=== exp_sum_accum ===
**exp_sum_accum: signal wires on met2**

Scale: 4 px per µm. Cells faint in the background.
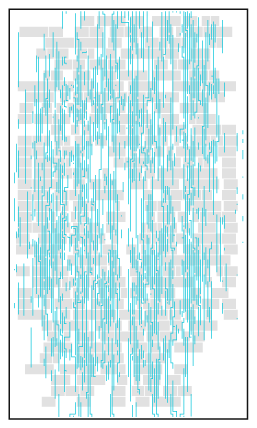

[src/rtl/exp_sum_accum.sv]
// Softmax exponent-sum stage: sums N unsigned beats with 32-bit saturation,
// then holds the sum until the downstream pipeline register loads it.
module exp_sum_accum #(
    parameter int unsigned N = 8,
    parameter int unsigned W = 32
) (
    input  logic         clk,
    input  logic         rst,
    input  logic         clr,
    input  logic         in_valid,
    output logic         in_ready,
    input  logic [W-1:0] in_data,
    output logic         sum_valid,
    input  logic         sum_ready,
    output logic [W-1:0] sum_data,
    output logic         sum_sat,
    output logic         sum_load
);

    localparam int unsigned CW = $clog2(N + 1) + 1;

    localparam logic [0:0] ACCUM = 1'b0;
    localparam logic [0:0] HOLD  = 1'b1;

    logic [0:0]    state_q, state_d;
    logic [W-1:0]  acc_q, acc_d;
    logic [CW-1:0] cnt_q, cnt_d;
    logic          sat_q, sat_d;
    logic [W:0]    sum_w;

    assign sum_w = {1'b0, acc_q} + {1'b0, in_data};

    // State and datapath registers
    always_ff @(posedge clk) begin
        if (rst) begin
            state_q <= ACCUM;
            acc_q   <= '0;
            cnt_q   <= '0;
            sat_q   <= 1'b0;
        end else begin
            state_q <= state_d;
            acc_q   <= acc_d;
            cnt_q   <= cnt_d;
            sat_q   <= sat_d;
        end
    end

    // Next state; clr outranks both the input accept and the output handshake
    always_comb begin
        state_d = state_q;
        acc_d   = acc_q;
        cnt_d   = cnt_q;
        sat_d   = sat_q;
        if (clr) begin
            state_d = ACCUM;
            acc_d   = '0;
            cnt_d   = '0;
            sat_d   = 1'b0;
        end else begin
            case (state_q)
                ACCUM: begin
                    if (in_valid) begin
                        acc_d = sum_w[W] ? {W{1'b1}} : sum_w[W-1:0];
                        sat_d = sat_q | sum_w[W];
                        cnt_d = cnt_q + CW'(1);
                        if (cnt_q == CW'(N - 1)) begin
                            state_d = HOLD;
                        end
                    end
                end
                HOLD: begin
                    if (sum_ready) begin
                        state_d = ACCUM;
                        acc_d   = '0;
                        cnt_d   = '0;
                        sat_d   = 1'b0;
                    end
                end
                default: state_d = ACCUM;
            endcase
        end
    end

    assign in_ready  = (state_q == ACCUM);
    assign sum_valid = (state_q == HOLD);
    assign sum_data  = acc_q;
    assign sum_sat   = sat_q;
    // Asserted even under clr so a pending sum is still delivered
    assign sum_load  = sum_valid & sum_ready;

endmodule
[config.mk]
export PLATFORM = sky130hd
export DESIGN_NAME = exp_sum_accum
export DESIGN_NICKNAME = d
export VERILOG_FILES = /design/src/rtl/exp_sum_accum.sv
export SDC_FILE = /design/constraint.sdc
export NUM_CORES = 1
export LEC_CHECK = 0
export CAP_MARGIN = 20
export CORE_ASPECT_RATIO = 1.75
export CORE_UTILIZATION = 54
export CTS_CLUSTER_DIAMETER = 60
export DETAILED_ROUTE_END_ITERATION = 16
export PLACE_DENSITY = 0.86
export RECOVER_POWER = 100
export SKIP_CTS_REPAIR_TIMING = 1
export SLEW_MARGIN = 20
export SYNTH_ARGS = -nofsm -noshare
export SYNTH_HDL_FRONTEND = slang
export SYNTH_SLANG_ARGS = --single-unit
[constraint.sdc]
create_clock -name clk -period 11.3 [get_ports clk]
set_clock_uncertainty 0.2 [all_clocks]
set_input_delay 3.39 -clock clk [delete_from_list [all_inputs] [get_ports clk]]
set_output_delay 3.39 -clock clk [all_outputs]
set_load 0.005 [all_outputs]
=== reg_writeback_queue ===
$ cat src/rtl/reg_writeback_queue.sv
// reg_writeback_queue
//
// Small in-order queue of pending register-file writes. A producer offers
// (rd, data) pairs and the queue drains them one per cycle into the register
// file write port whenever that port is not held. Writes to x0 are accepted
// but discarded. Pending entries can optionally be searched by two read
// indices, so a consumer sees the youngest not-yet-written value.
//
// Configuration macro:
//   WBQ_FORWARD_EN  when defined, compiles in the forward lookup on A1/A2.
//                   When undefined, fwd1_*/fwd2_* are tied to zero and the
//                   ports stay present.
//
// Parameters:
//   DEPTH  number of pending entries (power of two, 2..16)
//   XLEN   data word width
//
// Ports:
//   clk                 single clock, all state updates on its rising edge
//   rst                 synchronous active-high reset
//   in_valid/in_rd/in_data  offered write (producer side)
//   in_ready            queue can take an offer; depends on registered state only
//   wb_hold             register file write port unavailable this cycle
//   RegWrite/A3/WD3     register file write port; A3/WD3 always show the head
//   A1, A2              read indices for the forward lookup
//   fwd1_hit/fwd1_data  youngest pending write matching A1 (A1 != 0)
//   fwd2_hit/fwd2_data  youngest pending write matching A2 (A2 != 0)
//   count/empty/full    occupancy

module reg_writeback_queue #(
    parameter int unsigned DEPTH = 4,
    parameter int unsigned XLEN  = 32
) (
    input  logic                     clk,
    input  logic                     rst,

    input  logic                     in_valid,
    input  logic [4:0]               in_rd,
    input  logic [XLEN-1:0]          in_data,
    output logic                     in_ready,

    input  logic                     wb_hold,
    output logic                     RegWrite,
    output logic [4:0]               A3,
    output logic [XLEN-1:0]          WD3,

    input  logic [4:0]               A1,
    input  logic [4:0]               A2,
    output logic                     fwd1_hit,
    output logic [XLEN-1:0]          fwd1_data,
    output logic                     fwd2_hit,
    output logic [XLEN-1:0]          fwd2_data,

    output logic [$clog2(DEPTH):0]   count,
    output logic                     empty,
    output logic                     full
);

    localparam int unsigned PtrW = $clog2(DEPTH);
    localparam int unsigned CntW = PtrW + 1;

    // ------------------------------------------------------------------
    // State
    // ------------------------------------------------------------------
    logic [PtrW-1:0] head_q, head_d;
    logic [PtrW-1:0] tail_q, tail_d;
    logic [CntW-1:0] count_q, count_d;

    // Entry storage. Not reset: validity is defined purely by head/count.
    logic [4:0]      rd_q   [DEPTH];
    logic [XLEN-1:0] data_q [DEPTH];

    logic empty_w;
    logic full_w;
    logic push_hs;   // handshake completes (includes x0 writes)
    logic store_en;  // handshake that actually occupies an entry
    logic retire;    // head entry leaves this cycle

    // ------------------------------------------------------------------
    // Occupancy and handshakes
    // ------------------------------------------------------------------
    always_comb begin
        empty_w  = (count_q == '0);
        full_w   = (count_q == CntW'(DEPTH));
        // Registered state only: no path from in_valid or wb_hold.
        in_ready = !full_w;
        push_hs  = in_valid && in_ready;
        // x0 is hard-wired zero, so its writes are acknowledged and dropped.
        store_en = push_hs && (in_rd != 5'd0);
        retire   = !empty_w && !wb_hold;
    end

    assign empty    = empty_w;
    assign full     = full_w;
    assign count    = count_q;
    assign RegWrite = retire;

    // Head is presented combinationally; only meaningful while RegWrite=1.
    assign A3  = rd_q[head_q];
    assign WD3 = data_q[head_q];

    // ------------------------------------------------------------------
    // Next-state: pointers wrap naturally since DEPTH is a power of two
    // ------------------------------------------------------------------
    always_comb begin
        head_d  = head_q;
        tail_d  = tail_q;
        count_d = count_q;

        if (retire) begin
            head_d = head_q + PtrW'(1);
        end
        if (store_en) begin
            tail_d = tail_q + PtrW'(1);
        end

        unique case ({store_en, retire})
            2'b10:   count_d = count_q + CntW'(1);
            2'b01:   count_d = count_q - CntW'(1);
            default: count_d = count_q;
        endcase
    end

    always_ff @(posedge clk) begin
        if (rst) begin
            head_q  <= '0;
            tail_q  <= '0;
            count_q <= '0;
        end else begin
            head_q  <= head_d;
            tail_q  <= tail_d;
            count_q <= count_d;
        end
    end

    // Reset wins over a same-cycle push; the slot write is suppressed too so
    // the array never changes while rst is asserted.
    always_ff @(posedge clk) begin
        if (!rst && store_en) begin
            rd_q[tail_q]   <= in_rd;
            data_q[tail_q] <= in_data;
        end
    end

    // ------------------------------------------------------------------
    // Forward lookup
    // ------------------------------------------------------------------
`ifdef WBQ_FORWARD_EN
    logic [PtrW-1:0] fwd_idx;

    // Walk from oldest (head) to youngest; a later match overwrites an
    // earlier one, so the youngest matching entry wins. Only registered
    // entries are searched, so a push in this cycle is not yet visible,
    // while the head retiring this cycle still is.
    always_comb begin
        fwd1_hit  = 1'b0;
        fwd1_data = '0;
        fwd2_hit  = 1'b0;
        fwd2_data = '0;
        fwd_idx   = '0;
        for (int i = 0; i < DEPTH; i++) begin
            fwd_idx = head_q + PtrW'(i);
            if (CntW'(i) < count_q) begin
                if ((A1 != 5'd0) && (rd_q[fwd_idx] == A1)) begin
                    fwd1_hit  = 1'b1;
                    fwd1_data = data_q[fwd_idx];
                end
                if ((A2 != 5'd0) && (rd_q[fwd_idx] == A2)) begin
                    fwd2_hit  = 1'b1;
                    fwd2_data = data_q[fwd_idx];
                end
            end
        end
    end
`else
    assign fwd1_hit  = 1'b0;
    assign fwd1_data = '0;
    assign fwd2_hit  = 1'b0;
    assign fwd2_data = '0;

    logic unused_lookup;
    assign unused_lookup = ^{A1, A2};
`endif

    // ------------------------------------------------------------------
    // Internal consistency checks (simulation only)
    // ------------------------------------------------------------------
`ifndef SYNTHESIS
    count_in_range: assert property (@(posedge clk) disable iff (rst)
        count_q <= CntW'(DEPTH));

    no_write_when_empty: assert property (@(posedge clk) disable iff (rst)
        empty_w |-> !RegWrite);

    // Distance between pointers must match the occupancy, except when full
    // where both pointers coincide.
    ptr_count_agree: assert property (@(posedge clk) disable iff (rst)
        (tail_q - head_q) == count_q[PtrW-1:0]);

    no_accept_when_full: assert property (@(posedge clk) disable iff (rst)
        full_w |-> !in_ready);
`endif

endmodule

$ cat config.mk
export PLATFORM = sky130hd
export DESIGN_NAME = reg_writeback_queue
export DESIGN_NICKNAME = d
export VERILOG_FILES = /design/src/rtl/reg_writeback_queue.sv
export SDC_FILE = /design/constraint.sdc
export NUM_CORES = 1
export LEC_CHECK = 0
export ABC_AREA = 0
export CAP_MARGIN = 5
export CORE_MARGIN = 1.5
export CORE_UTILIZATION = 44
export CTS_CLUSTER_DIAMETER = 30
export DETAILED_ROUTE_END_ITERATION = 6
export PLACE_DENSITY = 0.76
export SYNTH_ARGS = -nofsm -noshare
export SYNTH_HDL_FRONTEND = slang
export SYNTH_SLANG_ARGS = --single-unit
export TNS_END_PERCENT = 5
$ cat constraint.sdc
create_clock -name clk -period 4.2 [get_ports clk]
set_input_delay 0.84 -clock clk [delete_from_list [all_inputs] [get_ports clk]]
set_output_delay 0.84 -clock clk [all_outputs]
set_load 0.01 [all_outputs]
=== seq_detect_param_flat ===
`config.mk`:
```
export PLATFORM = sky130hd
export DESIGN_NAME = seq_detect_param_flat
export DESIGN_NICKNAME = d
export VERILOG_FILES = /design/src/rtl/seq_detect_pkg.sv /design/src/rtl/seq_detect_param_if.sv /design/src/rtl/seq_detect_param_sat_counter.sv /design/src/rtl/seq_detect_param.sv /design/src/flat_wrapper.sv
export SDC_FILE = /design/constraint.sdc
export NUM_CORES = 1
export LEC_CHECK = 0
export CAP_MARGIN = 5
export CORE_AREA = 2 2 39 41
export DETAILED_ROUTE_END_ITERATION = 8
export DIE_AREA = 0 0 41 43
export DONT_BUFFER_PORTS = 1
export SETUP_SLACK_MARGIN = 0.3
export SLEW_MARGIN = 25
export SYNTH_ARGS = -nofsm -noshare
export SYNTH_HDL_FRONTEND = slang
export SYNTH_SLANG_ARGS = --single-unit
```
`constraint.sdc`:
```
create_clock -name clock -period 1.6 [get_ports clock]
set_input_delay 0.48 -clock clock [delete_from_list [all_inputs] [get_ports clock]]
set_output_delay 0.48 -clock clock [all_outputs]
set_load 0.02 [all_outputs]
```
`src/rtl/seq_detect_pkg.sv`:
```
// -----------------------------------------------------------------------------
// seq_detect_pkg
//   Shared types and default constants for the parametrised serial pattern
//   detector and its helpers.
//   Contents:
//     fill_state_t   - fill FSM states (FILLING, ARMED)
//     PAT_W_DEF      - default pattern length (3)
//     PAT_INIT_DEF   - default pattern after reset (3'b101)
//     CNT_W_DEF      - default match counter width (8)
// -----------------------------------------------------------------------------
package seq_detect_pkg;

    typedef enum logic {
        FILLING = 1'b0,
        ARMED   = 1'b1
    } fill_state_t;

    localparam int         PAT_W_DEF    = 3;
    localparam logic [2:0] PAT_INIT_DEF = 3'b101;
    localparam int         CNT_W_DEF    = 8;

endpackage

```
`src/rtl/seq_detect_param_if.sv`:
```
// -----------------------------------------------------------------------------
// seq_detect_param_if
//   Bundles the serial stream, control and result signals of the pattern
//   detector.
//   Parameters: PAT_W (pattern length), CNT_W (match counter width)
//   Signals:
//     d_in, valid_in   - qualified serial bit
//     overlap          - 1 = overlapping matches allowed
//     pat_load, pat_in - run-time pattern reload
//     cnt_clr          - synchronous clear of match_count
//     found            - one-cycle registered match pulse
//     match_count      - saturating match count
//   Modports: master (stream source / consumer), slave (detector)
// -----------------------------------------------------------------------------
interface seq_detect_param_if
    import seq_detect_pkg::*;
#(
    parameter int PAT_W = PAT_W_DEF,
    parameter int CNT_W = CNT_W_DEF
);

    logic             d_in;
    logic             valid_in;
    logic             overlap;
    logic             pat_load;
    logic [PAT_W-1:0] pat_in;
    logic             cnt_clr;
    logic             found;
    logic [CNT_W-1:0] match_count;

    modport master (
        output d_in, valid_in, overlap, pat_load, pat_in, cnt_clr,
        input  found, match_count
    );

    modport slave (
        input  d_in, valid_in, overlap, pat_load, pat_in, cnt_clr,
        output found, match_count
    );

endinterface

```
`src/rtl/seq_detect_param_sat_counter.sv`:
```
// -----------------------------------------------------------------------------
// sat_counter
//   Up counter that sticks at its all-ones value. clr wins over inc.
//   Parameter: W (counter width)
//   Ports:
//     clock - rising-edge clock
//     rst_n - asynchronous active-low reset
//     clr   - synchronous clear
//     inc   - increment request
//     count - current count
// -----------------------------------------------------------------------------
module sat_counter
    import seq_detect_pkg::*;
#(
    parameter int W = CNT_W_DEF
) (
    input  logic         clock,
    input  logic         rst_n,
    input  logic         clr,
    input  logic         inc,
    output logic [W-1:0] count
);

    // Clear has priority so a simultaneous increment is dropped.
    always_ff @(posedge clock or negedge rst_n) begin
        if (!rst_n) begin
            count <= '0;
        end else if (clr) begin
            count <= '0;
        end else if (inc && (count != '1)) begin
            count <= count + 1'b1;
        end
    end

endmodule

```
`src/rtl/seq_detect_param.sv`:
```
// -----------------------------------------------------------------------------
// seq_detect_param
//   Parametrised serial pattern detector. Compares the most recent PAT_W
//   accepted bits against a run-time reloadable pattern and emits a one-cycle
//   registered pulse on a match. Overlapping or non-overlapping matching is
//   chosen per cycle.
//   Parameters:
//     PAT_W    - pattern length in bits (2..16)
//     PAT_INIT - pattern after reset; bit PAT_W-1 is the first bit received
//     CNT_W    - match counter width
//   Ports:
//     clock - rising-edge clock
//     rst_n - asynchronous active-low reset
//     bus   - seq_detect_param_if.slave (stream, control, found, match_count)
//   Build option:
//     SEQ_DETECT_COUNT_EN - when defined, a saturating match counter with
//                           synchronous clear drives match_count; otherwise
//                           match_count is tied to 0 and cnt_clr is ignored.
// -----------------------------------------------------------------------------
module seq_detect_param
    import seq_detect_pkg::*;
#(
    parameter int               PAT_W    = PAT_W_DEF,
    parameter logic [PAT_W-1:0] PAT_INIT = PAT_INIT_DEF,
    parameter int               CNT_W    = CNT_W_DEF
) (
    input logic               clock,
    input logic               rst_n,
    seq_detect_param_if.slave bus
);

    // fill counts 0..PAT_W, so it needs enough bits to hold PAT_W itself.
    localparam int                FILL_W    = $clog2(PAT_W + 1);
    localparam logic [FILL_W-1:0] FILL_FULL = FILL_W'(PAT_W);

    fill_state_t       state_q;
    fill_state_t       state_d;
    logic [FILL_W-1:0] fill_q;
    logic [FILL_W-1:0] fill_d;
    logic [FILL_W-1:0] fill_inc;
    logic [PAT_W-1:0]  hist_q;
    logic [PAT_W-1:0]  hist_d;
    logic [PAT_W-1:0]  pat_q;
    logic [PAT_W-1:0]  pat_d;
    logic [PAT_W-1:0]  shifted;
    logic              match;
    logic              found_d;
    logic              found_q;

    // State register: fill FSM plus the history, fill and pattern datapath.
    always_ff @(posedge clock or negedge rst_n) begin
        if (!rst_n) begin
            state_q <= FILLING;
            fill_q  <= '0;
            hist_q  <= '0;
            pat_q   <= PAT_INIT;
        end else begin
            state_q <= state_d;
            fill_q  <= fill_d;
            hist_q  <= hist_d;
            pat_q   <= pat_d;
        end
    end

    // Next state. A pattern load wins over an accepted bit and restarts the
    // fill. The match is judged on the post-shift window, so the current bit
    // takes part in the comparison on the edge that accepts it. ARMED simply
    // means the window is full, which is also what stops fill from wrapping.
    always_comb begin
        state_d  = state_q;
        fill_d   = fill_q;
        hist_d   = hist_q;
        pat_d    = pat_q;
        match    = 1'b0;
        shifted  = {hist_q[PAT_W-2:0], bus.d_in};
        fill_inc = (state_q == ARMED) ? fill_q : fill_q + 1'b1;

        if (bus.pat_load) begin
            pat_d  = bus.pat_in;
            fill_d = '0;
        end else if (bus.valid_in) begin
            hist_d = shifted;
            fill_d = fill_inc;
            if ((fill_inc == FILL_FULL) && (shifted == pat_q)) begin
                match = 1'b1;
                // Without overlap the bits of this match must not be reused.
                if (!bus.overlap) begin
                    fill_d = '0;
                end
            end
        end

        state_d = (fill_d == FILL_FULL) ? ARMED : FILLING;
    end

    // Output logic: the pulse is the match of this edge, registered below.
    always_comb begin
        found_d = match;
    end

    // found is a flop so there is no combinational input-to-output path.
    always_ff @(posedge clock or negedge rst_n) begin
        if (!rst_n) begin
            found_q <= 1'b0;
        end else begin
            found_q <= found_d;
        end
    end

    assign bus.found = found_q;

`ifdef SEQ_DETECT_COUNT_EN
    sat_counter #(
        .W (CNT_W)
    ) u_match_cnt (
        .clock (clock),
        .rst_n (rst_n),
        .clr   (bus.cnt_clr),
        .inc   (match),
        .count (bus.match_count)
    );
`else
    logic unused_cnt_clr;

    assign unused_cnt_clr  = bus.cnt_clr;
    assign bus.match_count = '0;
`endif

endmodule

```
`src/flat_wrapper.sv`:
```
// flat-port wrapper written by rule: the top's interface ports become plain ports
module seq_detect_param_flat import seq_detect_pkg::*;
#(
    parameter int               PAT_W    = PAT_W_DEF,
    parameter logic [PAT_W-1:0] PAT_INIT = PAT_INIT_DEF,
    parameter int               CNT_W    = CNT_W_DEF
)
  (clock, rst_n, bus_d_in, bus_valid_in, bus_overlap, bus_pat_load, bus_pat_in, bus_cnt_clr, bus_found, bus_match_count);
  seq_detect_param_if #(.PAT_W(PAT_W), .CNT_W(CNT_W)) bus_i ();
  input logic clock;
  input logic rst_n;
  input wire logic [$bits(bus_i.d_in)-1:0] bus_d_in;
  input wire logic [$bits(bus_i.valid_in)-1:0] bus_valid_in;
  input wire logic [$bits(bus_i.overlap)-1:0] bus_overlap;
  input wire logic [$bits(bus_i.pat_load)-1:0] bus_pat_load;
  input wire logic [$bits(bus_i.pat_in)-1:0] bus_pat_in;
  input wire logic [$bits(bus_i.cnt_clr)-1:0] bus_cnt_clr;
  output wire logic [$bits(bus_i.found)-1:0] bus_found;
  output wire logic [$bits(bus_i.match_count)-1:0] bus_match_count;
  assign bus_i.d_in = bus_d_in;
  assign bus_i.valid_in = bus_valid_in;
  assign bus_i.overlap = bus_overlap;
  assign bus_i.pat_load = bus_pat_load;
  assign bus_i.pat_in = bus_pat_in;
  assign bus_i.cnt_clr = bus_cnt_clr;
  assign bus_found = bus_i.found;
  assign bus_match_count = bus_i.match_count;
  seq_detect_param #(.PAT_W(PAT_W), .PAT_INIT(PAT_INIT), .CNT_W(CNT_W)) u_core (.clock(clock), .rst_n(rst_n), .bus(bus_i));
endmodule
```
**seq_detect_param_flat: the metal 3 layer**

Scale: 8 px per µm.
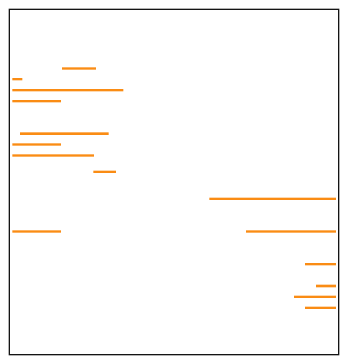
share of all routed wire: 13%
longest straight run: 15.5 µm
nets with wire on the layer: 13
wire length on this layer: 99.6 µm
main direction: horizontal

**seq_detect_param_flat: placement view**

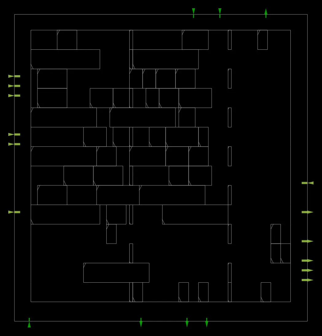
Finished Layout Cells: 64
# rows: 14
CORE AREA: 1380 µm²
tap cells: 16

==> flow_summary.ini, seq_detect_param_flat <==
; implementation run metrics
[yosys]
avgSynthCellArea_um2 = 11.5
yosys_warnings = 0

[worst_setup_path]
cp_top_family = flip-flops
ff2ff_path_depth = 4
worstPathCellList = xnor2_2 -> nand4_1 -> o22ai_2 -> a21oi_1
worstPathArrival_ns = 1.40
crit_path_end_kind = flop
r2r_slack_ns = 0.34
crit_buf_inv = 0

[clock_network]
clk_latency_ns = 0.25
cts_setup_buffers = 0

[power_and_ir_drop]
power.switching_uw = 140
powerComb_uw = 92.7
combPwrFrac_pct = 17.1
p_clk_uw = 171
power.group.top = registers

[cells_and_area]
logic_area_um2 = 254
lay_top_cells = conb_1 (8), dfrtp_1 (7), mux2_2 (5)
fin_util_pct = 39.2

[route]
wl_met3_um = 99
drtIter0Drc = 3

[global_routing]
grt_pass1_wl_um = 1240
gr-usage-met2_pct = 15.9

[final_timing]
rsz0062_at_grt = yes
finalCritPeriodShare_pct = 78.5

[outcome]
status = complete, no violations
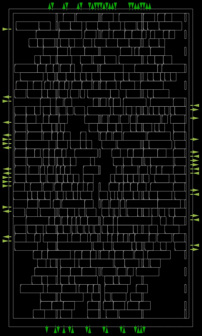
**Above:** exp_sum_accum (placement view).
Finished Layout Cells: 513
flop share of the area: 20.0%

**exp_sum_accum: M1 wires**

Scale: 4 px per µm. Supply wires on this layer in gray.
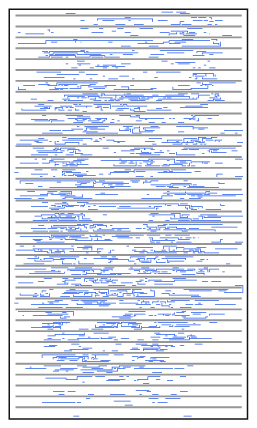
longest straight run: 26.7 µm
share of all routed wire: 37%
wire length on this layer: 3,080 µm
main direction: horizontal
nets with wire on the layer: 469
met1 usage: 30.0%
Via Count: 3,177

About 'signal wires on met2' of exp_sum_accum:
main direction: vertical
nets with wire on the layer: 443
wire length on this layer: 4,670 µm

==> flow_summary.ini, exp_sum_accum <==
; implementation run metrics
[yosys]
yosys_cells = 374
synth-edff-count = 0
xor_area_share_pct = 8.23

[outcome]
violations = max-capacitance violations, max-slew violations
status = finished, violations left

[clock_network]
root_buffer = clkbuf_8

[final_timing]
finalCritPeriodShare_pct = 83.3
maxSlewViolCount = 103
rsz0062_at_grt = no
worst_pin_slew_ns = 1.84

[route]
drc_errors = 0

[flow_run]
drv_cap = 3

[worst_setup_path]
cp-start-kind = input port
r2r_end = sum_data[21]
r2r_slack_ns = 6.37

[cells_and_area]
largest_class = logic gates
area_share_nonclk_buffers_pct = 18.7
**reg_writeback_queue: pin map**

Scale: 3 px per µm. Pins as bars across the die edge, other pins in gray.
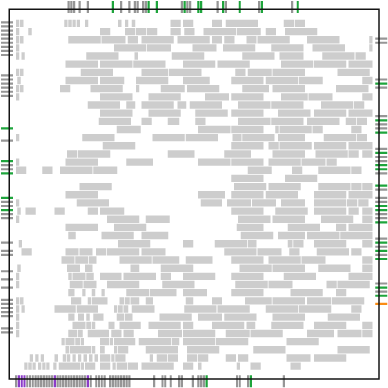
| color | port | pins | direction | edge |
|---|---|---|---|---|
| orange | clk | 1 | input | east |
| green | in_data | 32 | input | 15 east, 10 north, 5 west, 2 south |
| purple | A1 | 5 | input | south |

==> flow_summary.ini, reg_writeback_queue <==
; implementation run metrics
[clock_network]
cts_setup_buffers = 0
holdBufCountCts = 0
cts_buffers = 17

[power_and_ir_drop]
p_leak_uw = 0.00260

[floorplan]
fp.dieH_um = 123
dieArea_um2 = 15100

[cells_and_area]
layout.cells.non_filler = 606
num-fill-cells = 1052
largest_class = sequential cells

[worst_setup_path]
crit_path_end_kind = output pin
cp-endpoint = WD3[6]

[route]
vias_per_cell = 4.83
ant_nets = 0

[placed_design]
pre_cts_ws_ns = 0.475
port_buffers = 84
dp.cells = 574

[flow_run]
drv_cap = 0

[global_routing]
use_met3_pct = 5.16
grt_antenna_before_repair = 0

[yosys]
yosys_area_um2 = 6310
xor_area_share_pct = 0.277

[final_timing]
worst_pin_slew_ns = 1.02

[outcome]
status = complete, no violations

=== fp_sum_sequencer ===
## src/rtl/fp_sum_sequencer.sv

```systemverilog
// rtl/fp_sum_sequencer.sv - streaming packet reduction around an external combinational FP adder
// Left-folds a packet of IEEE-754 singles into one sum, reporting element count and sticky flags.
module fp_sum_sequencer #(
  parameter int CNT_W = 16,
  parameter bit FTZ   = 1'b1
) (
  input  logic             clk,
  input  logic             rst_n,
  input  logic             in_valid,
  output logic             in_ready,
  input  logic [31:0]      in_data,
  input  logic             in_last,
  output logic [31:0]      add_a,
  output logic [31:0]      add_b,
  input  logic [31:0]      add_res,
  output logic             out_valid,
  input  logic             out_ready,
  output logic [31:0]      out_data,
  output logic [CNT_W-1:0] out_count,
  output logic             out_special,
  output logic             out_cnt_ovf
);

  localparam logic [1:0] S_IDLE = 2'd0;
  localparam logic [1:0] S_ACC  = 2'd1;
  localparam logic [1:0] S_DONE = 2'd2;

  logic [1:0]       r_state;
  logic [31:0]      r_acc;
  logic [CNT_W-1:0] r_cnt;
  logic             r_special;
  logic             r_ovf;
  logic [31:0]      r_out_data;
  logic [CNT_W-1:0] r_out_count;
  logic             r_out_special;
  logic             r_out_ovf;

  logic [31:0]      w_d;
  logic             w_accept;
  logic             w_first;
  logic             w_cnt_full;
  logic [31:0]      w_acc_nx;
  logic [CNT_W-1:0] w_cnt_nx;
  logic             w_special_nx;
  logic             w_ovf_nx;

  assign w_d = (FTZ && in_data[30:23] == 8'h00) ? {in_data[31], 31'h0} : in_data;

  assign add_a    = r_acc;
  assign add_b    = w_d;
  assign in_ready = (r_state != S_DONE);
  assign w_accept = in_valid && in_ready;
  assign w_first  = (r_state == S_IDLE);

  // The first element bypasses the adder so a lone -0.0 keeps its sign.
  assign w_cnt_full   = &r_cnt;
  assign w_acc_nx     = w_first ? w_d : add_res;
  assign w_cnt_nx     = w_first ? CNT_W'(1) : (w_cnt_full ? r_cnt : r_cnt + CNT_W'(1));
  assign w_ovf_nx     = w_first ? 1'b0 : (r_ovf | w_cnt_full);
  assign w_special_nx = (w_first ? 1'b0 : r_special) | (w_d[30:23] == 8'hFF);

  always_ff @(posedge clk or negedge rst_n) begin
    if (!rst_n) begin
      r_state   <= S_IDLE;
      r_acc     <= 32'h0;
      r_cnt     <= '0;
      r_special <= 1'b0;
      r_ovf     <= 1'b0;
    end else begin
      case (r_state)
        S_IDLE, S_ACC: begin
          if (w_accept) begin
            r_acc     <= w_acc_nx;
            r_cnt     <= w_cnt_nx;
            r_special <= w_special_nx;
            r_ovf     <= w_ovf_nx;
            r_state   <= in_last ? S_DONE : S_ACC;
          end
        end
        S_DONE: begin
          if (out_ready) begin
            r_acc     <= 32'h0;
            r_cnt     <= '0;
            r_special <= 1'b0;
            r_ovf     <= 1'b0;
            r_state   <= S_IDLE;
          end
        end
        default: r_state <= S_IDLE;
      endcase
    end
  end

  // Result fields are captured on the last element and held until the next packet completes.
  always_ff @(posedge clk or negedge rst_n) begin
    if (!rst_n) begin
      r_out_data    <= 32'h0;
      r_out_count   <= '0;
      r_out_special <= 1'b0;
      r_out_ovf     <= 1'b0;
    end else if (w_accept && in_last) begin
      r_out_data    <= w_acc_nx;
      r_out_count   <= w_cnt_nx;
      r_out_special <= w_special_nx;
      r_out_ovf     <= w_ovf_nx;
    end
  end

  assign out_valid   = (r_state == S_DONE);
  assign out_data    = r_out_data;
  assign out_count   = r_out_count;
  assign out_special = r_out_special;
  assign out_cnt_ovf = r_out_ovf;

endmodule

```

## config.mk

```make
export PLATFORM = sky130hd
export DESIGN_NAME = fp_sum_sequencer
export DESIGN_NICKNAME = d
export VERILOG_FILES = /design/src/rtl/fp_sum_sequencer.sv
export SDC_FILE = /design/constraint.sdc
export NUM_CORES = 1
export LEC_CHECK = 0
export CAP_MARGIN = 30
export CORE_MARGIN = 2
export CORE_UTILIZATION = 44
export DETAILED_ROUTE_END_ITERATION = 10
export PLACE_DENSITY = 0.9
export SYNTH_ARGS = -nofsm -noshare
export SYNTH_HDL_FRONTEND = slang
export SYNTH_SLANG_ARGS = --single-unit
```

## constraint.sdc

```tcl
create_clock -name clk -period 2.3 [get_ports clk]
set_input_delay 0.46 -clock clk [delete_from_list [all_inputs] [get_ports clk]]
set_output_delay 0.46 -clock clk [all_outputs]
set_load 0.02 [all_outputs]
```

==> flow_summary.ini <==
; implementation run metrics
[placed_design]
placed_area_um2 = 6920

[yosys]
synth-adder-area-share_pct = 0.261
yosys_area_um2 = 4790
synthMuxAreaShare_pct = 7.31
ys_sh_aoi_pct = 15.8
netlist_top_cells_count = dfrtp_1 (102), nand2_1 (99), o21ai_0 (94)
topCellsByArea = dfrtp_1 (53%), o21ai_0 (9.8%), nand2_1 (7.8%)
synth_top_flop_cell = dfrtp_1
logic_family = simple AND/OR/NAND/NOR gates
synth.distinct_cells = 42

[route]
wl_met3_um = 1060
wl_um = 14700
ant_nets = 0

[final_timing]
worst_pin_slew_ns = 0.744
fmax_mhz = 449
finalCritPeriodShare_pct = 96.9
hold_viol = 0
layout_setup_ws_ns = 0.0704

[floorplan]
fp-utilization_pct = 44.6
dieArea_um2 = 11700
fp.dieH_um = 108

[power_and_ir_drop]
power.group.top = registers
powerComb_uw = 1810
power.total_uw = 5190
combPwrFrac_pct = 34.9
powerSeq_uw = 2240

[worst_setup_path]
crit_fanout = 5
cp-startpoint = in_data[27]
critPathSlowestCell = nor4_2
cpPeakStageDelay_ns = 0.31
ff2ff_path_depth = 6

[cells_and_area]
fin_area_um2 = 7170
num-fill-cells = 867
layout.cells.non_filler = 845
seq_area_um2 = 2550
num-nonclk-inverters = 4

[clock_network]
holdBufCountCts = 0
path_clk_slew_ns = 0.10

[outcome]
status = complete, no violations

[global_routing]
overflow = 0
**fp_sum_sequencer: placement view**

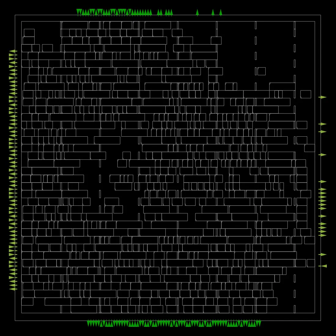
fin util: 66.7%
tap cells: 140
# rows: 38

**fp_sum_sequencer: the metal 3 layer**

Scale: 3 px per µm.
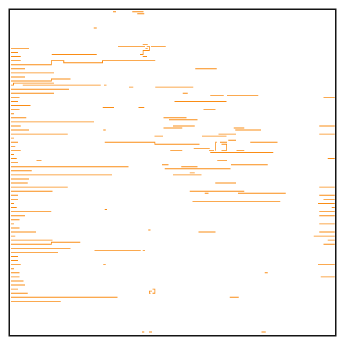
main direction: horizontal
nets with wire on the layer: 128
wire length on this layer: 1,060 µm
longest straight run: 38.9 µm
share of all routed wire: 7.2%



==> screenshots <==
M1 wires.
panel A
Scale: 3 px per µm. Supply wires on this layer in gray.
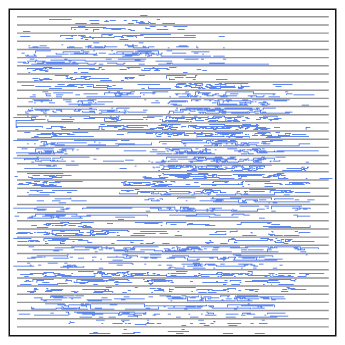
panel B
Scale: 8 px per µm. Supply wires on this layer in gray.
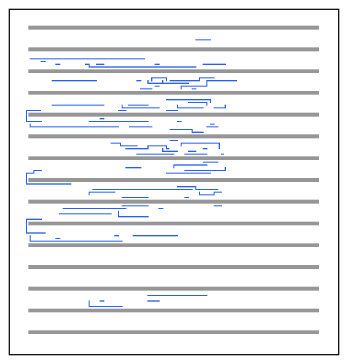
panel C
Scale: 3 px per µm. Supply wires on this layer in gray.
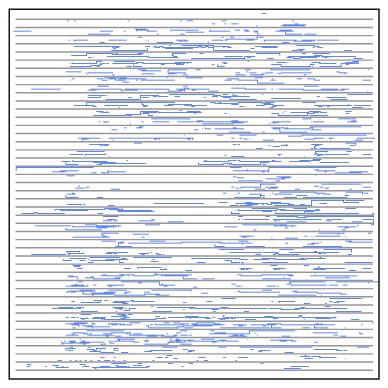
panel A -> fp_sum_sequencer
panel C -> reg_writeback_queue
panel B -> seq_detect_param_flat

